######## design 1 ########
Design 1, nets reached from selected ports:
Scale: 4 px per µm.
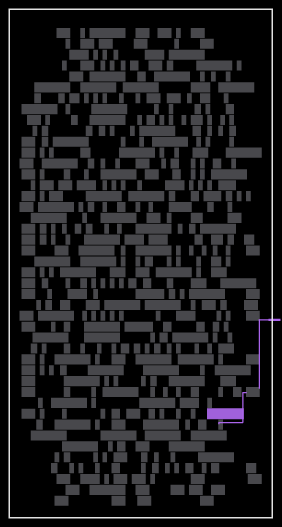

<file path="src/rtl/hba_pkg.sv">
// hba_pkg: default HBA bus widths and the master engine state encoding.
// Shared by the master top and its timeout counter.
package hba_pkg;

    localparam int HBA_ADDR_W = 12;
    localparam int HBA_DBUS_W = 8;

    typedef enum logic [1:0] {
        ST_IDLE = 2'd0,
        ST_REQ  = 2'd1,
        ST_XFER = 2'd2
    } hba_master_state_t;

endpackage

</file>
<file path="src/rtl/hba_timeout_cnt.sv">
// hba_timeout_cnt: saturating cycle counter for the XFER abort window.
// Expired once TIMEOUT-1 enabled cycles have been counted since clear.
module hba_timeout_cnt
    import hba_pkg::*;
#(
    parameter int TIMEOUT = 255
) (
    input  logic i_clk,
    input  logic i_rst_n,
    input  logic i_clear,
    input  logic i_enable,
    output logic o_expired
);

    localparam int CW = $clog2(TIMEOUT + 1);
    localparam logic [CW-1:0] LAST = CW'(TIMEOUT - 1);

    logic [CW-1:0] r_cnt;

    always_ff @(posedge i_clk or negedge i_rst_n) begin
        if (!i_rst_n) begin
            r_cnt <= '0;
        end else if (i_clear) begin
            r_cnt <= '0;
        end else if (i_enable && (r_cnt != LAST)) begin
            r_cnt <= r_cnt + CW'(1);
        end
    end

    assign o_expired = (r_cnt == LAST);

endmodule

</file>
<file path="src/rtl/hba_master.sv">
// hba_master: single-transfer HBA bus master with request/grant arbitration
// and a per-transfer ack timeout. All bus outputs come straight from flops.
module hba_master
    import hba_pkg::*;
#(
    parameter int ADDR_WIDTH = HBA_ADDR_W,
    parameter int DBUS_WIDTH = HBA_DBUS_W,
    parameter int TIMEOUT    = 255
) (
    input  logic                  hba_clk,
    input  logic                  hba_reset_n,
    input  logic                  cmd_valid,
    output logic                  cmd_ready,
    input  logic                  cmd_rnw,
    input  logic [ADDR_WIDTH-1:0] cmd_addr,
    input  logic [DBUS_WIDTH-1:0] cmd_wdata,
    output logic                  rsp_valid,
    output logic [DBUS_WIDTH-1:0] rsp_rdata,
    output logic                  rsp_err,
    output logic                  hba_mrequest,
    input  logic                  hba_mgrant,
    output logic                  hba_select,
    output logic [ADDR_WIDTH-1:0] hba_abus,
    output logic                  hba_rnw,
    output logic [DBUS_WIDTH-1:0] hba_dbus,
    input  logic [DBUS_WIDTH-1:0] hba_dbus_slave,
    input  logic                  hba_xferack
);

    hba_master_state_t r_state;

    logic                  r_cmd_ready;
    logic                  r_rnw;
    logic [ADDR_WIDTH-1:0] r_addr;
    logic [DBUS_WIDTH-1:0] r_wdata;
    logic                  r_rsp_valid;
    logic [DBUS_WIDTH-1:0] r_rsp_rdata;
    logic                  r_rsp_err;
    logic                  r_mrequest;
    logic                  r_select;
    logic [ADDR_WIDTH-1:0] r_abus;
    logic                  r_bus_rnw;
    logic [DBUS_WIDTH-1:0] r_dbus;

    logic w_cnt_clear;
    logic w_cnt_enable;
    logic w_expired;

    assign w_cnt_clear  = (r_state == ST_REQ) && hba_mgrant;
    assign w_cnt_enable = (r_state == ST_XFER) && !hba_xferack;

    hba_timeout_cnt #(
        .TIMEOUT (TIMEOUT)
    ) u_tmo (
        .i_clk     (hba_clk),
        .i_rst_n   (hba_reset_n),
        .i_clear   (w_cnt_clear),
        .i_enable  (w_cnt_enable),
        .o_expired (w_expired)
    );

    always_ff @(posedge hba_clk or negedge hba_reset_n) begin
        if (!hba_reset_n) begin
            r_state     <= ST_IDLE;
            r_cmd_ready <= 1'b0;
            r_rnw       <= 1'b0;
            r_addr      <= '0;
            r_wdata     <= '0;
            r_rsp_valid <= 1'b0;
            r_rsp_rdata <= '0;
            r_rsp_err   <= 1'b0;
            r_mrequest  <= 1'b0;
            r_select    <= 1'b0;
            r_abus      <= '0;
            r_bus_rnw   <= 1'b0;
            r_dbus      <= '0;
        end else begin
            r_rsp_valid <= 1'b0;
            unique case (r_state)
                ST_IDLE: begin
                    r_cmd_ready <= 1'b1;
                    if (cmd_valid && r_cmd_ready) begin
                        r_rnw       <= cmd_rnw;
                        r_addr      <= cmd_addr;
                        r_wdata     <= cmd_wdata;
                        r_cmd_ready <= 1'b0;
                        r_mrequest  <= 1'b1;
                        r_state     <= ST_REQ;
                    end
                end
                ST_REQ: begin
                    if (hba_mgrant) begin
                        r_mrequest <= 1'b0;
                        r_select   <= 1'b1;
                        r_abus     <= r_addr;
                        r_bus_rnw  <= r_rnw;
                        r_dbus     <= r_rnw ? '0 : r_wdata;
                        r_state    <= ST_XFER;
                    end
                end
                ST_XFER: begin
                    // ack wins over a timeout landing on the same edge
                    if (hba_xferack || w_expired) begin
                        if (hba_xferack && r_rnw) begin
                            r_rsp_rdata <= hba_dbus_slave;
                        end
                        r_rsp_err   <= !hba_xferack;
                        r_rsp_valid <= 1'b1;
                        r_select    <= 1'b0;
                        r_abus      <= '0;
                        r_bus_rnw   <= 1'b0;
                        r_dbus      <= '0;
                        r_cmd_ready <= 1'b1;
                        r_state     <= ST_IDLE;
                    end
                end
                default: begin
                    r_mrequest  <= 1'b0;
                    r_select    <= 1'b0;
                    r_abus      <= '0;
                    r_bus_rnw   <= 1'b0;
                    r_dbus      <= '0;
                    r_cmd_ready <= 1'b0;
                    r_state     <= ST_IDLE;
                end
            endcase
        end
    end

    assign cmd_ready    = r_cmd_ready;
    assign rsp_valid    = r_rsp_valid;
    assign rsp_rdata    = r_rsp_rdata;
    assign rsp_err      = r_rsp_err;
    assign hba_mrequest = r_mrequest;
    assign hba_select   = r_select;
    assign hba_abus     = r_abus;
    assign hba_rnw      = r_bus_rnw;
    assign hba_dbus     = r_dbus;

endmodule

</file>
<file path="config.mk">
export PLATFORM = sky130hd
export DESIGN_NAME = hba_master
export DESIGN_NICKNAME = d
export VERILOG_FILES = /design/src/rtl/hba_pkg.sv /design/src/rtl/hba_timeout_cnt.sv /design/src/rtl/hba_master.sv
export SDC_FILE = /design/constraint.sdc
export NUM_CORES = 1
export LEC_CHECK = 0
export ABC_AREA = 1
export CELL_PAD_IN_SITES_DETAIL_PLACEMENT = 1
export CELL_PAD_IN_SITES_GLOBAL_PLACEMENT = 1
export CORE_ASPECT_RATIO = 2
export CORE_MARGIN = 2
export CORE_UTILIZATION = 38
export CTS_BUF_LIST = sky130_fd_sc_hd__clkbuf_4 sky130_fd_sc_hd__clkbuf_8
export CTS_CLUSTER_SIZE = 16
export DETAILED_ROUTE_END_ITERATION = 12
export GPL_TIMING_DRIVEN = 0
export PLACE_DENSITY = 0.78
export SYNTH_ARGS = -nofsm -noshare
export SYNTH_HDL_FRONTEND = slang
export SYNTH_SLANG_ARGS = --single-unit
</file>
<file path="constraint.sdc">
create_clock -name hba_clk -period 1.9 [get_ports hba_clk]
set_input_delay 0.19 -clock hba_clk [delete_from_list [all_inputs] [get_ports hba_clk]]
set_output_delay 0.19 -clock hba_clk [all_outputs]
set_load 0.01 [all_outputs]
</file>
######## design 2 ########
--- src/rtl/reg_logic_pipe.sv ---
// reg_logic_pipe: WIDTH-bit, DEPTH-stage registered bitwise-logic pipeline with valid/ready
// flow control. Stage 1 captures x, y and op; stage 2 holds op(x, y); stages 3..DEPTH delay it.
//
// Ports:
//   clk_i        rising-edge clock
//   rst_ni       asynchronous active-low reset
//   in_valid_i   producer offers x_i, y_i, op_i
//   in_ready_o   pipeline accepts this cycle
//   x_i, y_i     operands
//   op_i         00 AND, 01 OR, 10 XOR, 11 NAND
//   out_valid_o  z_o holds a valid result
//   out_ready_i  consumer takes z_o this cycle
//   z_o          result from the last stage
//   count_o      items in flight, 0..DEPTH
module reg_logic_pipe #(
  parameter int unsigned WIDTH = 8,
  parameter int unsigned DEPTH = 3
) (
  input  logic                         clk_i,
  input  logic                         rst_ni,
  input  logic                         in_valid_i,
  output logic                         in_ready_o,
  input  logic [WIDTH-1:0]             x_i,
  input  logic [WIDTH-1:0]             y_i,
  input  logic [1:0]                   op_i,
  output logic                         out_valid_o,
  input  logic                         out_ready_i,
  output logic [WIDTH-1:0]             z_o,
  output logic [$clog2(DEPTH+1)-1:0]   count_o
);

  localparam int unsigned CountW = $clog2(DEPTH + 1);

  localparam logic [1:0] OpAnd  = 2'b00;
  localparam logic [1:0] OpOr   = 2'b01;
  localparam logic [1:0] OpXor  = 2'b10;
  localparam logic [1:0] OpNand = 2'b11;

  function automatic logic [WIDTH-1:0] apply_op(input logic [1:0]       op,
                                                input logic [WIDTH-1:0] a,
                                                input logic [WIDTH-1:0] b);
    logic [WIDTH-1:0] r;
    case (op)
      OpAnd:   r = a & b;
      OpOr:    r = a | b;
      OpXor:   r = a ^ b;
      OpNand:  r = ~(a & b);
      default: r = '0;
    endcase
    return r;
  endfunction

  logic [DEPTH:1]    v_q, v_d;
  logic [DEPTH:1]    rdy;
  logic [WIDTH-1:0]  x_q, y_q;
  logic [1:0]        op_q;
  logic [WIDTH-1:0]  data_q [2:DEPTH];
  logic [CountW-1:0] count_q, count_d;
  logic              in_hs, out_hs;

  // rdy[k]: stage k may load this cycle. A stage is free if it is empty or everything
  // downstream of it drains, so bubbles collapse behind a stalled stage.
  always_comb begin : p_ready
    logic tail;
    tail = out_ready_i;
    rdy  = '0;
    for (int k = int'(DEPTH); k >= 1; k--) begin
      tail   = !v_q[k] | tail;
      rdy[k] = tail;
    end
  end

  assign in_ready_o  = rst_ni & rdy[1];
  assign in_hs       = in_valid_i & in_ready_o;
  assign out_hs      = v_q[DEPTH] & out_ready_i;
  assign out_valid_o = v_q[DEPTH];
  assign z_o         = data_q[DEPTH];
  assign count_o     = count_q;

  always_comb begin
    v_d    = v_q;
    v_d[1] = rdy[1] ? in_valid_i : v_q[1];
    for (int k = 2; k <= int'(DEPTH); k++) begin
      v_d[k] = rdy[k] ? v_q[k-1] : v_q[k];
    end
  end

  always_comb begin
    count_d = count_q;
    case ({in_hs, out_hs})
      2'b10:   count_d = count_q + CountW'(1);
      2'b01:   count_d = count_q - CountW'(1);
      default: count_d = count_q;
    endcase
  end

  always_ff @(posedge clk_i or negedge rst_ni) begin
    if (!rst_ni) begin
      v_q     <= '0;
      x_q     <= '0;
      y_q     <= '0;
      op_q    <= '0;
      count_q <= '0;
      for (int k = 2; k <= int'(DEPTH); k++) begin
        data_q[k] <= '0;
      end
    end else begin
      v_q     <= v_d;
      count_q <= count_d;
      // op travels with its operands so later op changes never touch an accepted item
      if (in_hs) begin
        x_q  <= x_i;
        y_q  <= y_i;
        op_q <= op_i;
      end
      if (rdy[2] && v_q[1]) begin
        data_q[2] <= apply_op(op_q, x_q, y_q);
      end
      for (int k = 3; k <= int'(DEPTH); k++) begin
        if (rdy[k] && v_q[k-1]) begin
          data_q[k] <= data_q[k-1];
        end
      end
    end
  end

endmodule

--- config.mk ---
export PLATFORM = sky130hd
export DESIGN_NAME = reg_logic_pipe
export DESIGN_NICKNAME = d
export VERILOG_FILES = /design/src/rtl/reg_logic_pipe.sv
export SDC_FILE = /design/constraint.sdc
export NUM_CORES = 1
export LEC_CHECK = 0
export ABC_AREA = 1
export CAP_MARGIN = 20
export CORE_UTILIZATION = 55
export DETAILED_ROUTE_END_ITERATION = 8
export PLACE_DENSITY = 0.91
export REMOVE_ABC_BUFFERS = 1
export SLEW_MARGIN = 10
export SYNTH_ARGS = -nofsm -noshare
export SYNTH_HDL_FRONTEND = slang
export SYNTH_SLANG_ARGS = --single-unit
--- constraint.sdc ---
create_clock -name clk_i -period 4.3 [get_ports clk_i]
set_input_delay 0.645 -clock clk_i [delete_from_list [all_inputs] [get_ports clk_i]]
set_output_delay 0.645 -clock clk_i [all_outputs]
set_load 0.1 [all_outputs]
######## design 3 ########
## src/rtl/spi_periph_pkg.sv

```systemverilog
// Shared types and frame-layout helpers for the SPI register-file peripheral.
// Frames are [R/W][addr][data], MSB first; positions below index the full captured frame.
package spi_periph_pkg;

  typedef enum logic [1:0] {IDLE, SHIFT, DONE} spi_state_t;

  localparam int unsigned DATA_LSB = 0;

  function automatic int unsigned frame_w(input int unsigned addr_w, input int unsigned data_w);
    return 1 + addr_w + data_w;
  endfunction

  function automatic int unsigned rw_bit(input int unsigned addr_w, input int unsigned data_w);
    return addr_w + data_w;
  endfunction

  function automatic int unsigned addr_lsb(input int unsigned data_w);
    return data_w;
  endfunction

endpackage

```

## src/rtl/spi_sync_edge.sv

```systemverilog
// Multi-stage synchroniser for one asynchronous SPI pin, with edge detection on the
// two oldest stages so edges are only seen once the level is metastability-safe.
module spi_sync_edge #(
  parameter int unsigned SYNC_STAGES = 3,
  parameter logic        RESET_VAL   = 1'b0
) (
  input  logic counter_clock,
  input  logic rstn,
  input  logic din,
  output logic sync,
  output logic rise,
  output logic fall
);

  // stage_q[0] is the newest sample, stage_q[SYNC_STAGES-1] the oldest.
  logic [SYNC_STAGES-1:0] stage_q;

  always_ff @(posedge counter_clock) begin
    if (!rstn) begin
      stage_q <= {SYNC_STAGES{RESET_VAL}};
    end else begin
      stage_q <= {stage_q[SYNC_STAGES-2:0], din};
    end
  end

  assign sync = stage_q[SYNC_STAGES-1];
  assign rise = ~stage_q[SYNC_STAGES-1] & stage_q[SYNC_STAGES-2];
  assign fall = stage_q[SYNC_STAGES-1] & ~stage_q[SYNC_STAGES-2];

endmodule

```

## src/rtl/spi_regfile_periph.sv

```systemverilog
// SPI mode-0 peripheral exposing a NUM_REGS x DATA_W register bank to an SPI host.
// Optional read-back of registers over cipo is enabled by defining SPI_READBACK_EN.
module spi_regfile_periph
  import spi_periph_pkg::*;
#(
  parameter int unsigned ADDR_W      = 7,
  parameter int unsigned DATA_W      = 8,
  parameter int unsigned NUM_REGS    = 5,
  parameter int unsigned SYNC_STAGES = 3
) (
  input  logic                         counter_clock,
  input  logic                         rstn,
  input  logic                         sclk,
  input  logic                         ncs,
  input  logic                         copi,
  output logic                         cipo,
  output logic                         cipo_oe,
  output logic [NUM_REGS*DATA_W-1:0]   regs_flat,
  output logic                         wr_stb,
  output logic [ADDR_W-1:0]            wr_addr,
  output logic                         frame_err
);

  localparam int unsigned FRAME_W  = frame_w(ADDR_W, DATA_W);
  localparam int unsigned CNT_W    = $clog2(FRAME_W + 2);
  localparam int unsigned RW_POS   = rw_bit(ADDR_W, DATA_W);
  localparam int unsigned ADDR_POS = addr_lsb(DATA_W);

  localparam logic [CNT_W-1:0] FRAME_CNT = CNT_W'(FRAME_W);
  localparam logic [CNT_W-1:0] OVER_CNT  = CNT_W'(FRAME_W + 1);
  localparam logic [CNT_W-1:0] HDR_CNT   = CNT_W'(ADDR_W);

  logic sclk_sync, sclk_rise, sclk_fall;
  logic ncs_sync, ncs_rise, ncs_fall;
  logic copi_sync, copi_rise, copi_fall;

  spi_sync_edge #(.SYNC_STAGES(SYNC_STAGES), .RESET_VAL(1'b0)) u_sync_sclk (
    .counter_clock (counter_clock),
    .rstn          (rstn),
    .din           (sclk),
    .sync          (sclk_sync),
    .rise          (sclk_rise),
    .fall          (sclk_fall)
  );

  spi_sync_edge #(.SYNC_STAGES(SYNC_STAGES), .RESET_VAL(1'b1)) u_sync_ncs (
    .counter_clock (counter_clock),
    .rstn          (rstn),
    .din           (ncs),
    .sync          (ncs_sync),
    .rise          (ncs_rise),
    .fall          (ncs_fall)
  );

  spi_sync_edge #(.SYNC_STAGES(SYNC_STAGES), .RESET_VAL(1'b0)) u_sync_copi (
    .counter_clock (counter_clock),
    .rstn          (rstn),
    .din           (copi),
    .sync          (copi_sync),
    .rise          (copi_rise),
    .fall          (copi_fall)
  );

  spi_state_t          state_q;
  logic [CNT_W-1:0]    bit_cnt_q;
  logic [FRAME_W-1:0]  shift_q;
  logic [FRAME_W-1:0]  shift_d;
  logic [DATA_W-1:0]   regs_q [NUM_REGS];

  logic                sclk_rise_v;
  logic                frame_rw;
  logic [ADDR_W-1:0]   frame_addr;
  logic [DATA_W-1:0]   frame_data;
  logic                addr_ok;

  assign sclk_rise_v = sclk_rise & ~ncs_sync;
  assign shift_d     = {shift_q[FRAME_W-2:0], copi_sync};
  assign frame_rw    = shift_q[RW_POS];
  assign frame_addr  = shift_q[ADDR_POS +: ADDR_W];
  assign frame_data  = shift_q[DATA_LSB +: DATA_W];
  assign addr_ok     = 32'(frame_addr) < NUM_REGS;

  always_ff @(posedge counter_clock) begin
    if (!rstn) begin
      state_q   <= IDLE;
      bit_cnt_q <= '0;
      shift_q   <= '0;
      wr_stb    <= 1'b0;
      wr_addr   <= '0;
      frame_err <= 1'b0;
      for (int i = 0; i < NUM_REGS; i++) regs_q[i] <= '0;
    end else begin
      wr_stb    <= 1'b0;
      frame_err <= 1'b0;
      unique case (state_q)
        IDLE: begin
          if (ncs_fall) begin
            state_q   <= SHIFT;
            bit_cnt_q <= '0;
            shift_q   <= '0;
          end
        end
        SHIFT: begin
          // ncs rise wins over a coincident sclk rise: that last bit is dropped.
          if (ncs_rise) begin
            state_q <= DONE;
          end else if (sclk_rise_v) begin
            shift_q <= shift_d;
            if (bit_cnt_q != OVER_CNT) bit_cnt_q <= bit_cnt_q + 1'b1;
          end
        end
        DONE: begin
          state_q <= IDLE;
          if (bit_cnt_q == FRAME_CNT) begin
            if (frame_rw && addr_ok) begin
              for (int i = 0; i < NUM_REGS; i++) begin
                if (frame_addr == ADDR_W'(i)) regs_q[i] <= frame_data;
              end
              wr_stb  <= 1'b1;
              wr_addr <= frame_addr;
            end
          end else if (bit_cnt_q != '0) begin
            frame_err <= 1'b1;
          end
        end
        default: state_q <= IDLE;
      endcase
    end
  end

  for (genvar g = 0; g < NUM_REGS; g++) begin : g_flat
    assign regs_flat[g*DATA_W +: DATA_W] = regs_q[g];
  end

`ifdef SPI_READBACK_EN
  logic [DATA_W-1:0] shadow_q;
  logic [DATA_W-1:0] rd_word;
  logic              cipo_q;

  // Header (R/W + addr) is complete in shift_d on the rise that brings bit_cnt to 1+ADDR_W.
  always_comb begin
    rd_word = '0;
    for (int i = 0; i < NUM_REGS; i++) begin
      if (shift_d[ADDR_W-1:0] == ADDR_W'(i)) rd_word = regs_q[i];
    end
  end

  always_ff @(posedge counter_clock) begin
    if (!rstn) begin
      shadow_q <= '0;
      cipo_q   <= 1'b0;
    end else if (state_q != SHIFT) begin
      shadow_q <= '0;
      cipo_q   <= 1'b0;
    end else if (!ncs_rise && sclk_rise_v && bit_cnt_q == HDR_CNT && !shift_d[ADDR_W]) begin
      shadow_q <= rd_word;
    end else if (sclk_fall && !ncs_sync) begin
      cipo_q   <= shadow_q[DATA_W-1];
      shadow_q <= {shadow_q[DATA_W-2:0], 1'b0};
    end
  end

  assign cipo    = cipo_q;
  assign cipo_oe = ~ncs_sync;

  logic unused_edges;
  assign unused_edges = ^{sclk_sync, copi_rise, copi_fall};
`else
  assign cipo    = 1'b0;
  assign cipo_oe = 1'b0;

  logic unused_edges;
  assign unused_edges = ^{sclk_sync, sclk_fall, copi_rise, copi_fall};
`endif

endmodule

```

## config.mk

```make
export PLATFORM = sky130hd
export DESIGN_NAME = spi_regfile_periph
export DESIGN_NICKNAME = d
export VERILOG_FILES = /design/src/rtl/spi_periph_pkg.sv /design/src/rtl/spi_sync_edge.sv /design/src/rtl/spi_regfile_periph.sv
export SDC_FILE = /design/constraint.sdc
export NUM_CORES = 1
export LEC_CHECK = 0
export CORE_UTILIZATION = 34
export DETAILED_ROUTE_END_ITERATION = 8
export GPL_TIMING_DRIVEN = 0
export SLEW_MARGIN = 5
export SYNTH_ARGS = -nofsm -noshare
export SYNTH_HDL_FRONTEND = slang
export SYNTH_SLANG_ARGS = --single-unit
```

## constraint.sdc

```tcl
create_clock -name counter_clock -period 2.6 [get_ports counter_clock]
set_clock_uncertainty 0.2 [all_clocks]
set_input_delay 0.39 -clock counter_clock [delete_from_list [all_inputs] [get_ports counter_clock]]
set_output_delay 0.39 -clock counter_clock [all_outputs]
set_load 0.05 [all_outputs]
```

######## design 4 ########
**config.mk**
```make
export PLATFORM = sky130hd
export DESIGN_NAME = exhaustive_vector_sweeper_flat
export DESIGN_NICKNAME = d
export VERILOG_FILES = /design/src/rtl/exhaustive_vector_sweeper_if.sv /design/src/rtl/exhaustive_vector_sweeper.sv /design/src/flat_wrapper.sv
export SDC_FILE = /design/constraint.sdc
export NUM_CORES = 1
export LEC_CHECK = 0
export CELL_PAD_IN_SITES_DETAIL_PLACEMENT = 1
export CELL_PAD_IN_SITES_GLOBAL_PLACEMENT = 2
export CORE_MARGIN = 5
export CORE_UTILIZATION = 27
export CTS_CLUSTER_DIAMETER = 80
export DETAILED_ROUTE_END_ITERATION = 10
export HOLD_SLACK_MARGIN = 0.02
export PLACE_DENSITY_LB_ADDON = 0.1
export SYNTH_ARGS = -nofsm -noshare
export SYNTH_HDL_FRONTEND = slang
export SYNTH_SLANG_ARGS = --single-unit
```
**constraint.sdc**
```tcl
create_clock -name clk -period 1.6 [get_ports clk]
set_input_delay 0.16 -clock clk [delete_from_list [all_inputs] [get_ports clk]]
set_output_delay 0.16 -clock clk [all_outputs]
set_load 0.05 [all_outputs]
```
**src/rtl/exhaustive_vector_sweeper_if.sv**
```systemverilog
// Bus between the sweeper and its environment: control, stimulus/response and result signals.
// The sweeper connects through "master"; the driving environment connects through "slave".
interface exhaustive_vector_sweeper_if #(
    parameter int N_IN  = 3,
    parameter int N_OUT = 2,
    parameter int CNT_W = 8
);
    logic             start;
    logic             stop;
    logic             mode_cont;
    logic [N_IN-1:0]  vec_out;
    logic [N_OUT-1:0] dut_resp;
    logic [N_OUT-1:0] exp_resp;
    logic             busy;
    logic             sample_strobe;
    logic             sweep_done;
    logic             done;
    logic [CNT_W-1:0] err_count;
    logic             first_err_valid;
    logic [N_IN-1:0]  first_err_vec;
    logic             pass;

    modport master (
        input  start, stop, mode_cont, dut_resp, exp_resp,
        output vec_out, busy, sample_strobe, sweep_done, done,
               err_count, first_err_valid, first_err_vec, pass
    );

    modport slave (
        output start, stop, mode_cont, dut_resp, exp_resp,
        input  vec_out, busy, sample_strobe, sweep_done, done,
               err_count, first_err_valid, first_err_vec, pass
    );
endinterface

```
**src/rtl/exhaustive_vector_sweeper.sv**
```systemverilog
// Walks every N_IN-bit input vector in ascending order, holding each for DWELL cycles,
// and compares the DUT response against the golden response on the last hold cycle.
module exhaustive_vector_sweeper #(
    parameter int N_IN  = 3,
    parameter int N_OUT = 2,
    parameter int DWELL = 10,
    parameter int CNT_W = 8
) (
    input  logic                        clk,
    input  logic                        rst,
    exhaustive_vector_sweeper_if.master sw
);
    localparam int DW_W = $clog2(DWELL + 1);
    localparam logic [DW_W-1:0] DW_LAST = DW_W'(DWELL - 1);

    typedef enum logic [1:0] {S_IDLE, S_RUN, S_DONE} state_e;

    state_e           state_q, state_d;
    logic [N_IN-1:0]  vec_q, vec_d;
    logic [DW_W-1:0]  dwell_q, dwell_d;
    logic             mode_q, mode_d;
    logic [CNT_W-1:0] err_q, err_d;
    logic             fvalid_q, fvalid_d;
    logic [N_IN-1:0]  fvec_q, fvec_d;
    logic             sdone_q, sdone_d;

    logic strobe;
    logic last_vec;
    logic mismatch;

    assign strobe   = (state_q == S_RUN) && (dwell_q == DW_LAST);
    assign last_vec = &vec_q;
    assign mismatch = (sw.dut_resp != sw.exp_resp);

    always_ff @(posedge clk or posedge rst) begin
        if (rst) begin
            state_q  <= S_IDLE;
            vec_q    <= '0;
            dwell_q  <= '0;
            mode_q   <= 1'b0;
            err_q    <= '0;
            fvalid_q <= 1'b0;
            fvec_q   <= '0;
            sdone_q  <= 1'b0;
        end else begin
            state_q  <= state_d;
            vec_q    <= vec_d;
            dwell_q  <= dwell_d;
            mode_q   <= mode_d;
            err_q    <= err_d;
            fvalid_q <= fvalid_d;
            fvec_q   <= fvec_d;
            sdone_q  <= sdone_d;
        end
    end

    always_comb begin
        state_d  = state_q;
        vec_d    = vec_q;
        dwell_d  = dwell_q;
        mode_d   = mode_q;
        err_d    = err_q;
        fvalid_d = fvalid_q;
        fvec_d   = fvec_q;
        sdone_d  = 1'b0;

        unique case (state_q)
            S_IDLE, S_DONE: begin
                if (sw.start) begin
                    state_d  = S_RUN;
                    vec_d    = '0;
                    dwell_d  = '0;
                    mode_d   = sw.mode_cont;
                    err_d    = '0;
                    fvalid_d = 1'b0;
                    fvec_d   = '0;
                end
            end
            S_RUN: begin
                // stop pre-empts the compare and any vector advance this cycle
                if (sw.stop) begin
                    state_d = S_IDLE;
                    vec_d   = '0;
                    dwell_d = '0;
                end else if (strobe) begin
                    if (mismatch) begin
                        if (err_q != {CNT_W{1'b1}}) err_d = err_q + CNT_W'(1);
                        if (!fvalid_q) begin
                            fvalid_d = 1'b1;
                            fvec_d   = vec_q;
                        end
                    end
                    if (last_vec) begin
                        sdone_d = 1'b1;
                        if (mode_q) begin
                            vec_d   = '0;
                            dwell_d = '0;
                        end else begin
                            state_d = S_DONE;
                        end
                    end else begin
                        vec_d   = vec_q + N_IN'(1);
                        dwell_d = '0;
                    end
                end else begin
                    dwell_d = dwell_q + DW_W'(1);
                end
            end
            default: state_d = S_IDLE;
        endcase
    end

    assign sw.vec_out         = vec_q;
    assign sw.busy            = (state_q == S_RUN);
    assign sw.sample_strobe   = strobe;
    assign sw.sweep_done      = sdone_q;
    assign sw.done            = (state_q == S_DONE);
    assign sw.err_count       = err_q;
    assign sw.first_err_valid = fvalid_q;
    assign sw.first_err_vec   = fvec_q;
    assign sw.pass            = (state_q == S_DONE) && (err_q == '0);
endmodule

```
**src/flat_wrapper.sv**
```systemverilog
// flat-port wrapper written by rule: the top's interface ports become plain ports
module exhaustive_vector_sweeper_flat 
#(
    parameter int N_IN  = 3,
    parameter int N_OUT = 2,
    parameter int DWELL = 10,
    parameter int CNT_W = 8
)
  (clk, rst, sw_start, sw_stop, sw_mode_cont, sw_dut_resp, sw_exp_resp, sw_vec_out, sw_busy, sw_sample_strobe, sw_sweep_done, sw_done, sw_err_count, sw_first_err_valid, sw_first_err_vec, sw_pass);
  exhaustive_vector_sweeper_if #(.N_IN(N_IN), .N_OUT(N_OUT), .CNT_W(CNT_W)) sw_i ();
  input  logic clk;
  input  logic rst;
  input wire logic [$bits(sw_i.start)-1:0] sw_start;
  input wire logic [$bits(sw_i.stop)-1:0] sw_stop;
  input wire logic [$bits(sw_i.mode_cont)-1:0] sw_mode_cont;
  input wire logic [$bits(sw_i.dut_resp)-1:0] sw_dut_resp;
  input wire logic [$bits(sw_i.exp_resp)-1:0] sw_exp_resp;
  output wire logic [$bits(sw_i.vec_out)-1:0] sw_vec_out;
  output wire logic [$bits(sw_i.busy)-1:0] sw_busy;
  output wire logic [$bits(sw_i.sample_strobe)-1:0] sw_sample_strobe;
  output wire logic [$bits(sw_i.sweep_done)-1:0] sw_sweep_done;
  output wire logic [$bits(sw_i.done)-1:0] sw_done;
  output wire logic [$bits(sw_i.err_count)-1:0] sw_err_count;
  output wire logic [$bits(sw_i.first_err_valid)-1:0] sw_first_err_valid;
  output wire logic [$bits(sw_i.first_err_vec)-1:0] sw_first_err_vec;
  output wire logic [$bits(sw_i.pass)-1:0] sw_pass;
  assign sw_i.start = sw_start;
  assign sw_i.stop = sw_stop;
  assign sw_i.mode_cont = sw_mode_cont;
  assign sw_i.dut_resp = sw_dut_resp;
  assign sw_i.exp_resp = sw_exp_resp;
  assign sw_vec_out = sw_i.vec_out;
  assign sw_busy = sw_i.busy;
  assign sw_sample_strobe = sw_i.sample_strobe;
  assign sw_sweep_done = sw_i.sweep_done;
  assign sw_done = sw_i.done;
  assign sw_err_count = sw_i.err_count;
  assign sw_first_err_valid = sw_i.first_err_valid;
  assign sw_first_err_vec = sw_i.first_err_vec;
  assign sw_pass = sw_i.pass;
  exhaustive_vector_sweeper #(.N_IN(N_IN), .N_OUT(N_OUT), .DWELL(DWELL), .CNT_W(CNT_W)) u_core (.clk(clk), .rst(rst), .sw(sw_i));
endmodule
```

==> gallery <==
Clock distribution.
image #1
Scale: 4 px per µm.
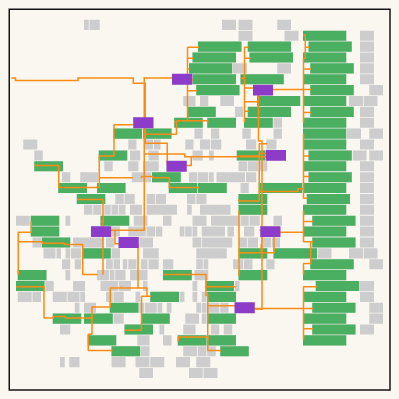
image #2
Scale: 6 px per µm.
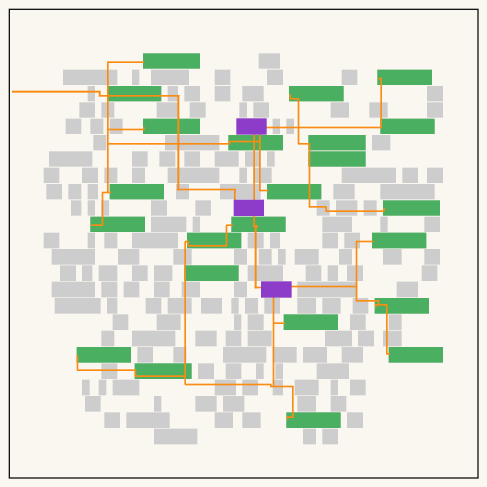
image #3
Scale: 8 px per µm.
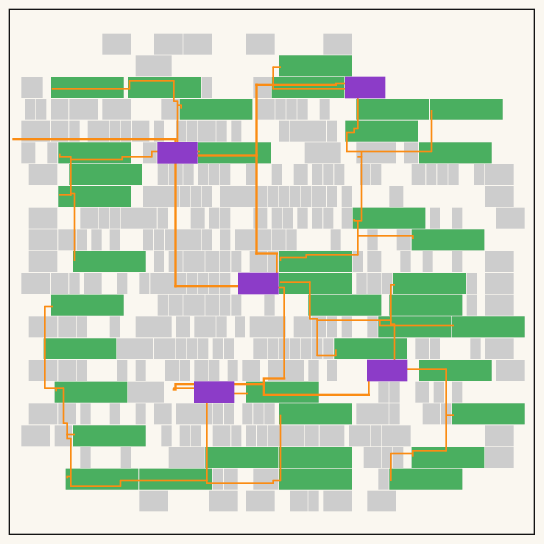
image #4
Scale: 4 px per µm.
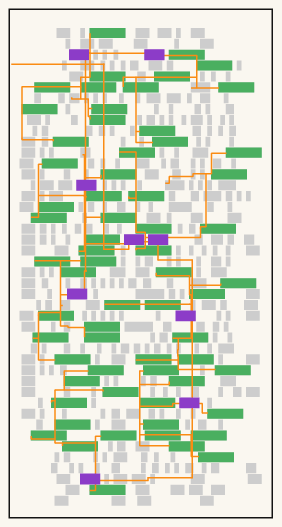
image #4: design 1
image #1: design 3
image #3: design 2
image #2: design 4
Of these, fewest sequential cells: image #2
Of these, most sequential cells: image #1

Design 3, placed cells, one colour a class:
Scale: 4 px per µm. Fill, decap, tap and diode cells in grey.
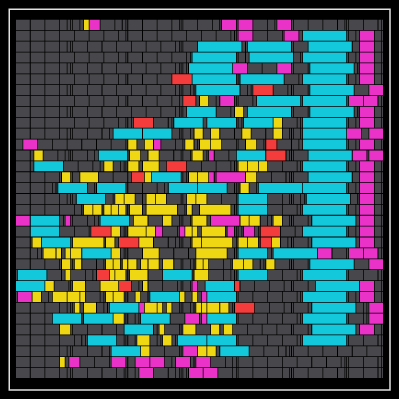
legend:
  all other logic:
    colour: yellow
    cells: 127
  clock drivers and dummy loads:
    colour: red
    cells: 16
  flip-flops:
    colour: cyan
    cells: 81
  other buffers and delay cells:
    colour: magenta
    cells: 69
design area: 3890 µm²
row cnt: 33
Util after Layout: 47.1%

==> impl_metrics.csv, design 3 <==
group,metric,value,unit
power,power_switching_share,26.1,%
detailed_routing,viasPerCell,4.71,
power,fin_total_pwr,2.45,mW
status,run_status,"completed",
power,power_attributed_to_combinational_cells,0.257,mW
logic_synthesis,synth_stat.cells,220,
detailed_routing,detail_route.iter0.violations,88,
logic_synthesis,synth-async-reset-ratio,0,%
logic_synthesis,synthFlopType,"dfxtp_1",
global_route,globalRouteMet2Util,21.7,%
logic_synthesis,muxShareOfSynthArea,0,%
logic_synthesis,synth-edff-count,40,
critical_path,critPathKind,"flip-flop to flip-flop",
power,switching_power,0.638,mW
logic_synthesis,synth-seq-area-share,69.0,%
power,power.largest_group,"sequential cells",
detailed_routing,highest_layer,"met4",
global_route,antenna_found_initial,0,
placed_design,post_dp_cell_area,3610,µm²
==> design 3: layout make-up <==
cell class	instances	area (µm²)	area share (%)
clock inverters	7	53.8	1.38
flip-flops and latches	81	2020	52.0
multi-input cells	121	896	23.0
inverters	6	22.5	0.579
repair buffers	56	578	14.9
well taps	105	131	3.38
plain buffers	13	60.1	1.54
clock buffers	9	124	3.19
==> design 3: sequential cells by signal (all words and copies together), names as in the netlist <==
signal	flops
frame_err	1
wr_stb	1
regs_q	40
u_sync_ncs.stage_q	3
wr_addr	7
u_sync_sclk.stage_q	3
shift_q	16
state_q	2
bit_cnt_q	5
u_sync_copi.stage_q	3
==> design 3: how the worst max path moves through the flow <==
stage	start	end	slack [ns]	depth (start not counted)
after floorplan	bit_cnt_q[0]	regs_q[0][10]	0.02	6
after global placement	bit_cnt_q[0]	regs_q[0][22]	-0.63	6
after detailed placement	bit_cnt_q[0]	regs_q[0][12]	-0.69	6
after CTS	bit_cnt_q[0]	regs_q[0][19]	0.01	7
after global routing	bit_cnt_q[0]	regs_q[0][15]	-0.004	7
final	bit_cnt_q[0]	regs_q[0][15]	0.12	7
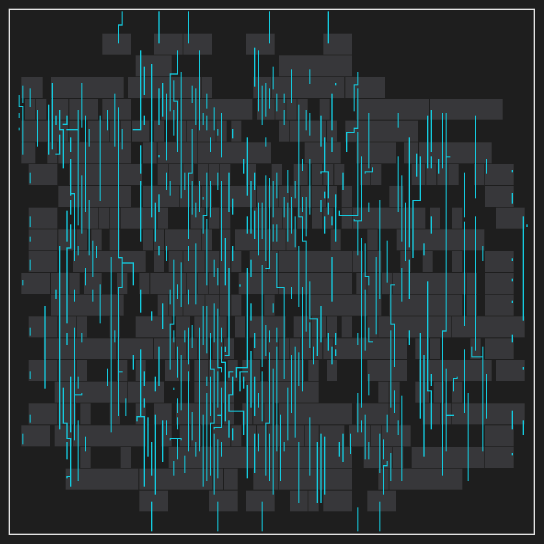
Design 2: met2 routing
Scale: 8 px per µm. Cells faint in the background.
longest straight run: 27.2 µm
main direction: vertical
share of all routed wire: 49%
nets with wire on the layer: 243
DR vias: 1748
M2 GR Usage: 34.9%
sum of routed wire length over all layers: 3810 µm

Design 2, clock routing:
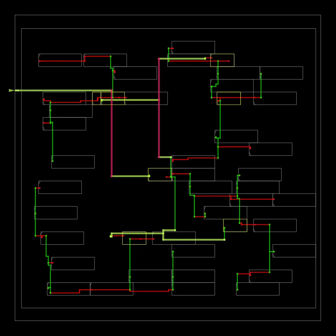
Latency at later pin: 0.29 ns
clock skew: 0.00365 ns

==> impl_metrics.csv, design 2 <==
group,metric,value,unit
logic_synthesis,yosysTopAreaCellShare,44.1,%
floorplan,die.size.x,65.5,µm
logic_synthesis,top_logic_kind,"simple AND/OR/NAND/NOR gates",
global_route,layer_carrying_the_most_global_route_usage,"met2",
cells_and_area,seq_cell_count,39,
clocking,tritoncts,"done",
logic_synthesis,number_of_warnings_printed_during_yosys_synthesis,0,
cells_and_area,layout.comb_gates.multi_input,189,
status,run_status,"completed",
detailed_routing,met2_length,1850,µm
logic_synthesis,ys_chip_area,2210,µm²
logic_synthesis,ys_seq_elements,39,
critical_path,worst_setup_path_start_kind,"input pin",
clocking,cts-htree-levels,2,
global_route,grtUsageMet3,5.73,%
power,clock_power,0.243,mW
power,intPower,0.810,mW
clocking,cts_max_path_buffers,2,
critical_path,critical_path_buf_inv_count,1,
global_route,antenna_found_initial,0,
power,pwr-share-seq,35.7,%
critical_path,critical_path.slowest_cell,"clkdlybuf4s50_1",
final_timing,fin_crit_sh,61.3,%
cells_and_area,final_layout_top_logic_cells,"92 x nand2_1, 39 x dfrtp_1, 31 x clkdlybuf4s50_1",
floorplan,top_level_ports,34,
cells_and_area,finish.net_count,340,
cells_and_area,n_antenna_cell,0,
power,power_attributed_to_combinational_cells,0.764,mW
final_timing,report.final.hold_viol_count,0,
cells_and_area,combAreaFraction,38.6,%
clocking,numCtsBuffers,5,
logic_synthesis,synth.area.top_cells,"dfrtp_1 44%, nand2_1 16%, ha_1 9.6%, nand4_1 5.4%, inv_1 5.1%",
floorplan,die_area,4280,µm²
hold_path,min_path_type,"flip-flop to flip-flop",
logic_synthesis,largest_area_cell,"dfrtp_1",
floorplan,core_area,3770,µm²
logic_synthesis,postSynthCellCount,278,
floorplan,die-height,65.5,µm
placed_design,io_buffer_count,33,
clocking,cts.sinks,39,
==> design 2: registers in the layout, summed over array words and instances (netlist names) <==
register / flops
count_o: 2
data_q: 8
op_q: 2
v_q: 3
x_q: 8
y_q: 8
z_o: 8
==> design 2: worst paths after layout <==
path,endpoint,depth (start not counted),start,slack (ns)
worst max-delay path,count_o[1],6,in_valid_i,1.66
worst min-delay path,z_o[5],2,z_o[5],0.47
worst max register to register,count_o[1],7,v_q[2],2.11
worst min register to register,z_o[5],2,z_o[5],0.47
max in group asynchronous,data_q[11],2,rst_ni,3.37
min in group asynchronous,x_q[2],2,rst_ni,0.51
==> design 2: through the flow <==
step	setup WS [ns]	instance area (µm²)	hold slack [ns]	instances
final	1.66	2570	0.470	349
after global routing	1.47	2570	0.503	349
after global placement	1.45	2480	0.453	342
after CTS	1.67	2570	0.475	349
after floorplan	1.37	2080	0.349	259
after detailed placement	1.37	2480	0.457	342
==> design 2: Yosys cell counts, drive strengths merged <==
cell / n
nand3b: 4
inv: 30
xnor2: 2
a21oi: 1
nand2: 95
nand3: 21
or2: 2
clkinv: 1
ha: 17
o21ai: 5
nand4: 19
buf: 19
dfrtp: 39
nor2: 23
Design 1, clock routing:
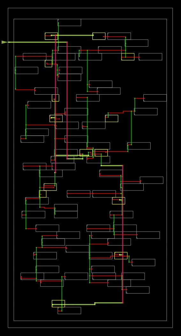
total CTS buffers: 9
clock-net power: 1.06 mW
Latency at later pin: 0.35 ns
registers: 65

About 'nets reached from selected ports' of design 1:
legend:
  `hba_mrequest`:
    colour: purple
    bits: 1
    direction: output
    edge: right
    end_cells: 1
    buffers: 1
    wire: 34.4 µm
IO Count: 68
port bufs: 67

==> impl_metrics.csv, design 1 <==
group,metric,value,unit
status,run_status,"completed",
final_timing,fin_crit,1.68,ns
floorplan,well_tap_count,92,
detailed_routing,highest_layer,"met4",
power,intPower,3.63,mW
clocking,cts.repair_timing.setup_buffer_count,0,
detailed_routing,num_vias,2331,
clocking,tritoncts,"done",
floorplan,die_area,8290,µm²
power,pwr-share-clk,18.7,%
power,power.largest_group,"sequential cells",
cells_and_area,n_antenna_cell,0,
power,switching_power,2.04,mW
logic_synthesis,postSynthAreaPerCell,8.84,µm²
critical_path,cp_top_family,"simple AND/OR/NAND/NOR gates",
cells_and_area,nonClkBufAreaFrac,19.8,%
power,fin_total_pwr,5.67,mW
cells_and_area,combAreaFraction,25.8,%
-- design 1: cell usage in the layout, fill, tap and decap left out, drive strengths merged --
master and n:
a21oi 1, buf 8, clkbuf 17, clkdlybuf4s50 66, dfrtp 65, dlygate4sd3 1, ha 2, inv 45
nand2 136, nand3 8, nand3b 1, nand4 3, nor2 15, nor3 1, o21ai 34, o22ai 1
xor2 2
-- design 1: synthesized netlist by cell type, drive strengths merged --
master    n
dfrtp    65
buf       7
clkbuf    3
nand3     8
a21oi     1
nor3      1
inv      45
o22ai     1
nand4     3
ha        2
o21ai    34
xor2      2
nand3b    1
nor2     15
nand2   136
-- design 1: worst paths after layout --
kind	startpoint	end	slack, ns	depth (start not counted)
worst max-delay path	u_tmo.r_cnt[0]	hba_abus[7]	0.22	10
worst min-delay path	hba_dbus_slave[5]	rsp_rdata[5]	0.38	3
worst max register to register	u_tmo.r_cnt[0]	hba_abus[7]	0.22	10
worst min register to register	hba_dbus[3]	hba_dbus[3]	0.47	2
max in group asynchronous	hba_reset_n	rsp_valid	0.87	2
min in group asynchronous	hba_reset_n	hba_abus[0]	0.48	2
Design 4, clock routing:
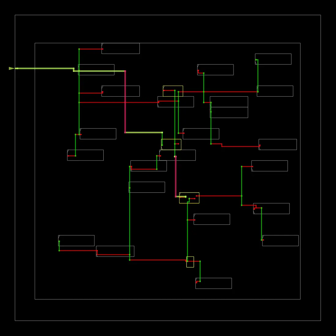
registers: 23
count of clock-net buffers in the final layout: 3
clock-net power: 0.382 mW
Latency at later pin: 0.27 ns

==> impl_metrics.csv, design 4 <==
group,metric,value,unit
logic_synthesis,number_of_warnings_printed_during_yosys_synthesis,0,
clocking,cts.sinks,23,
final_timing,report.final.slew_viol_count,0,
cells_and_area,final_layout_top_logic_cells,"44 x buf_4, 17 x dfrtp_1, 10 x nand2_1",
flow_run,stage_log_warnings,31,
detailed_routing,route.antenna.remaining_nets,0,
detailed_routing,wire_per_inst,17.1,µm
status,run_status,"finished with violations",
clocking,cts_hold_buffers,0,
logic_synthesis,yosysTopAreaCellShare,46.3,%
global_route,first_global_vias,1392,
cells_and_area,drive_gt1_share,54.0,%
final_timing,max_slew.worst_pin.slew,0.332,ns
final_timing,report.final.setup_viol,10,
logic_synthesis,top_logic_kind,"AND-OR/OR-AND gates",
detailed_routing,highest_layer,"met4",
logic_synthesis,synth_simple_gate_area_share,19.7,%
critical_path,worstPathRequired,1.44,ns
clocking,cts_max_path_buffers,2,
global_route,layer_carrying_the_most_global_route_usage,"met2",
logic_synthesis,synth-seq-area-share,46.3,%
final_timing,final.setup.worst_slack,-0.153,ns
placed_design,place_inst,229,
logic_synthesis,largest_area_cell,"dfrtp_1",
cells_and_area,combAreaFraction,39.9,%
logic_synthesis,synth-edff-count,0,
cells_and_area,nonClkBufAreaFrac,26.3,%
cells_and_area,inv_count,8,
clocking,numCtsBuffers,3,
cells_and_area,layout.comb_gates.multi_input,92,
power,pd_cells,706,nW/µm²
logic_synthesis,postSynthCellCount,125,
cells_and_area,area_dominant_class,"combinational gates",
status,violations_in_the_final_reports,"setup timing",
final_timing,worst_clock_skew,0.00174,ns
critical_path,crit_chain,"inv_2 > ha_4 > nor4b_4 > nand2_2 > nor4_4 > buf_12",
final_timing,fin_crit_sh,110,%
placed_design,dp_slack,-0.243,ns
logic_synthesis,most_common_cell,"dfrtp_1",
design 4: worst paths after layout:
kind                       slack [ns]                         to  cells after the start
setup / recovery                -0.15                    sw_pass                      6
hold / removal                   0.24  u_core.sw.first_err_valid                      3
setup reg to reg                -0.07     u_core.sw.err_count[6]                      7
hold reg to reg                  0.51              u_core.mode_q                      2
max in group asynchronous        1.10     u_core.sw.err_count[0]                      3
min in group clk                 0.45              u_core.mode_q                      3
design 4: stage by stage:
| stage | power, mW | instance area (µm²) |
|---|---|---|
| floorplan | 0.880 | 1350 |
| global placement | 1.10 | 1880 |
| detailed placement | 1.11 | 1880 |
| CTS | 1.50 | 2020 |
| global route | 1.60 | 2150 |
| finish | 1.52 | 2150 |
design 4: registers in the layout, summed over array words and instances, names as in the netlist:
register	flops
u_core.sw.first_err_vec	3
u_core.sw.sweep_done	1
u_core.sw.first_err_valid	1
u_core.dwell_q	4
u_core.sw.vec_out	3
u_core.state_q	2
u_core.mode_q	1
u_core.sw.err_count	8
design 4: where the power goes:
part	switching, mW	total (mW)	internal (mW)
sequential	0.0244	0.639	0.615
combinational	0.266	0.500	0.234
clock	0.208	0.382	0.174
total	0.498	1.52	1.02


==> notes/layouts.md <==
Pictures saved along the way, in no particular order.

Placed cells, one colour a class.
picture 1
Scale: 4 px per µm. Fill, decap, tap and diode cells in grey.
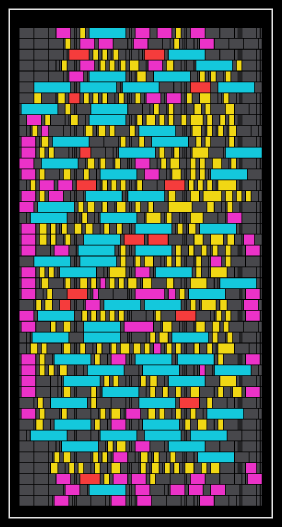
picture 2
Scale: 4 px per µm. Fill, decap, tap and diode cells in grey.
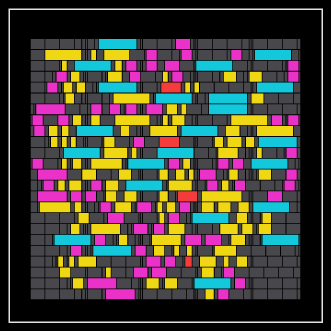
picture 3
Scale: 6 px per µm. Fill, decap, tap and diode cells in grey.
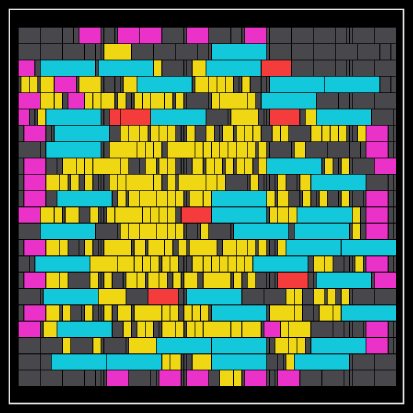
Picture 1 comes from design 1.
Picture 2 comes from design 4.
Picture 3 comes from design 2.
Of these, fewest sequential cells: picture 2

Key to picture 1:
legend:
  all other logic:
    colour: yellow
    cells: 249
  flip-flops:
    colour: cyan
    cells: 65
  clock drivers and dummy loads:
    colour: red
    cells: 14
  other buffers and delay cells:
    colour: magenta
    cells: 78


## Gallery

Nets reached from selected ports.
panel A
Scale: 4 px per µm.
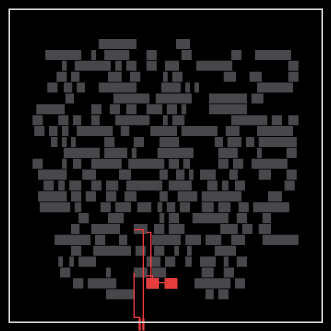
panel B
Scale: 6 px per µm.
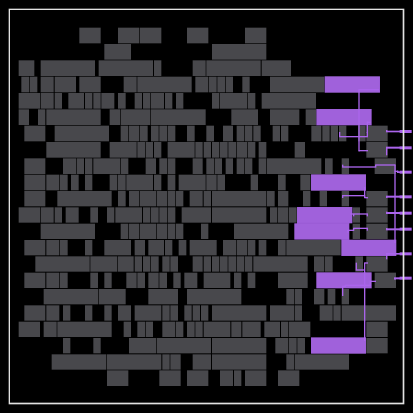
panel C
Scale: 4 px per µm.
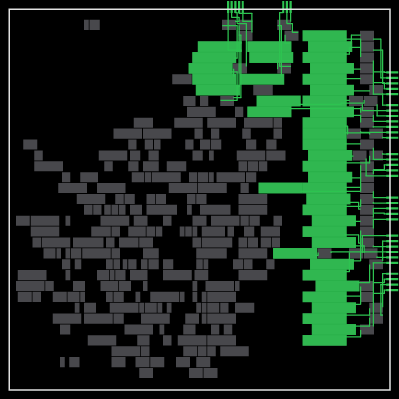
Design 2 is panel B.
Design 4 is panel A.
Design 3 is panel C.
Of these, smallest die: panel B
Of these, largest die: panel C

Power and IR drop assume default switching activity.
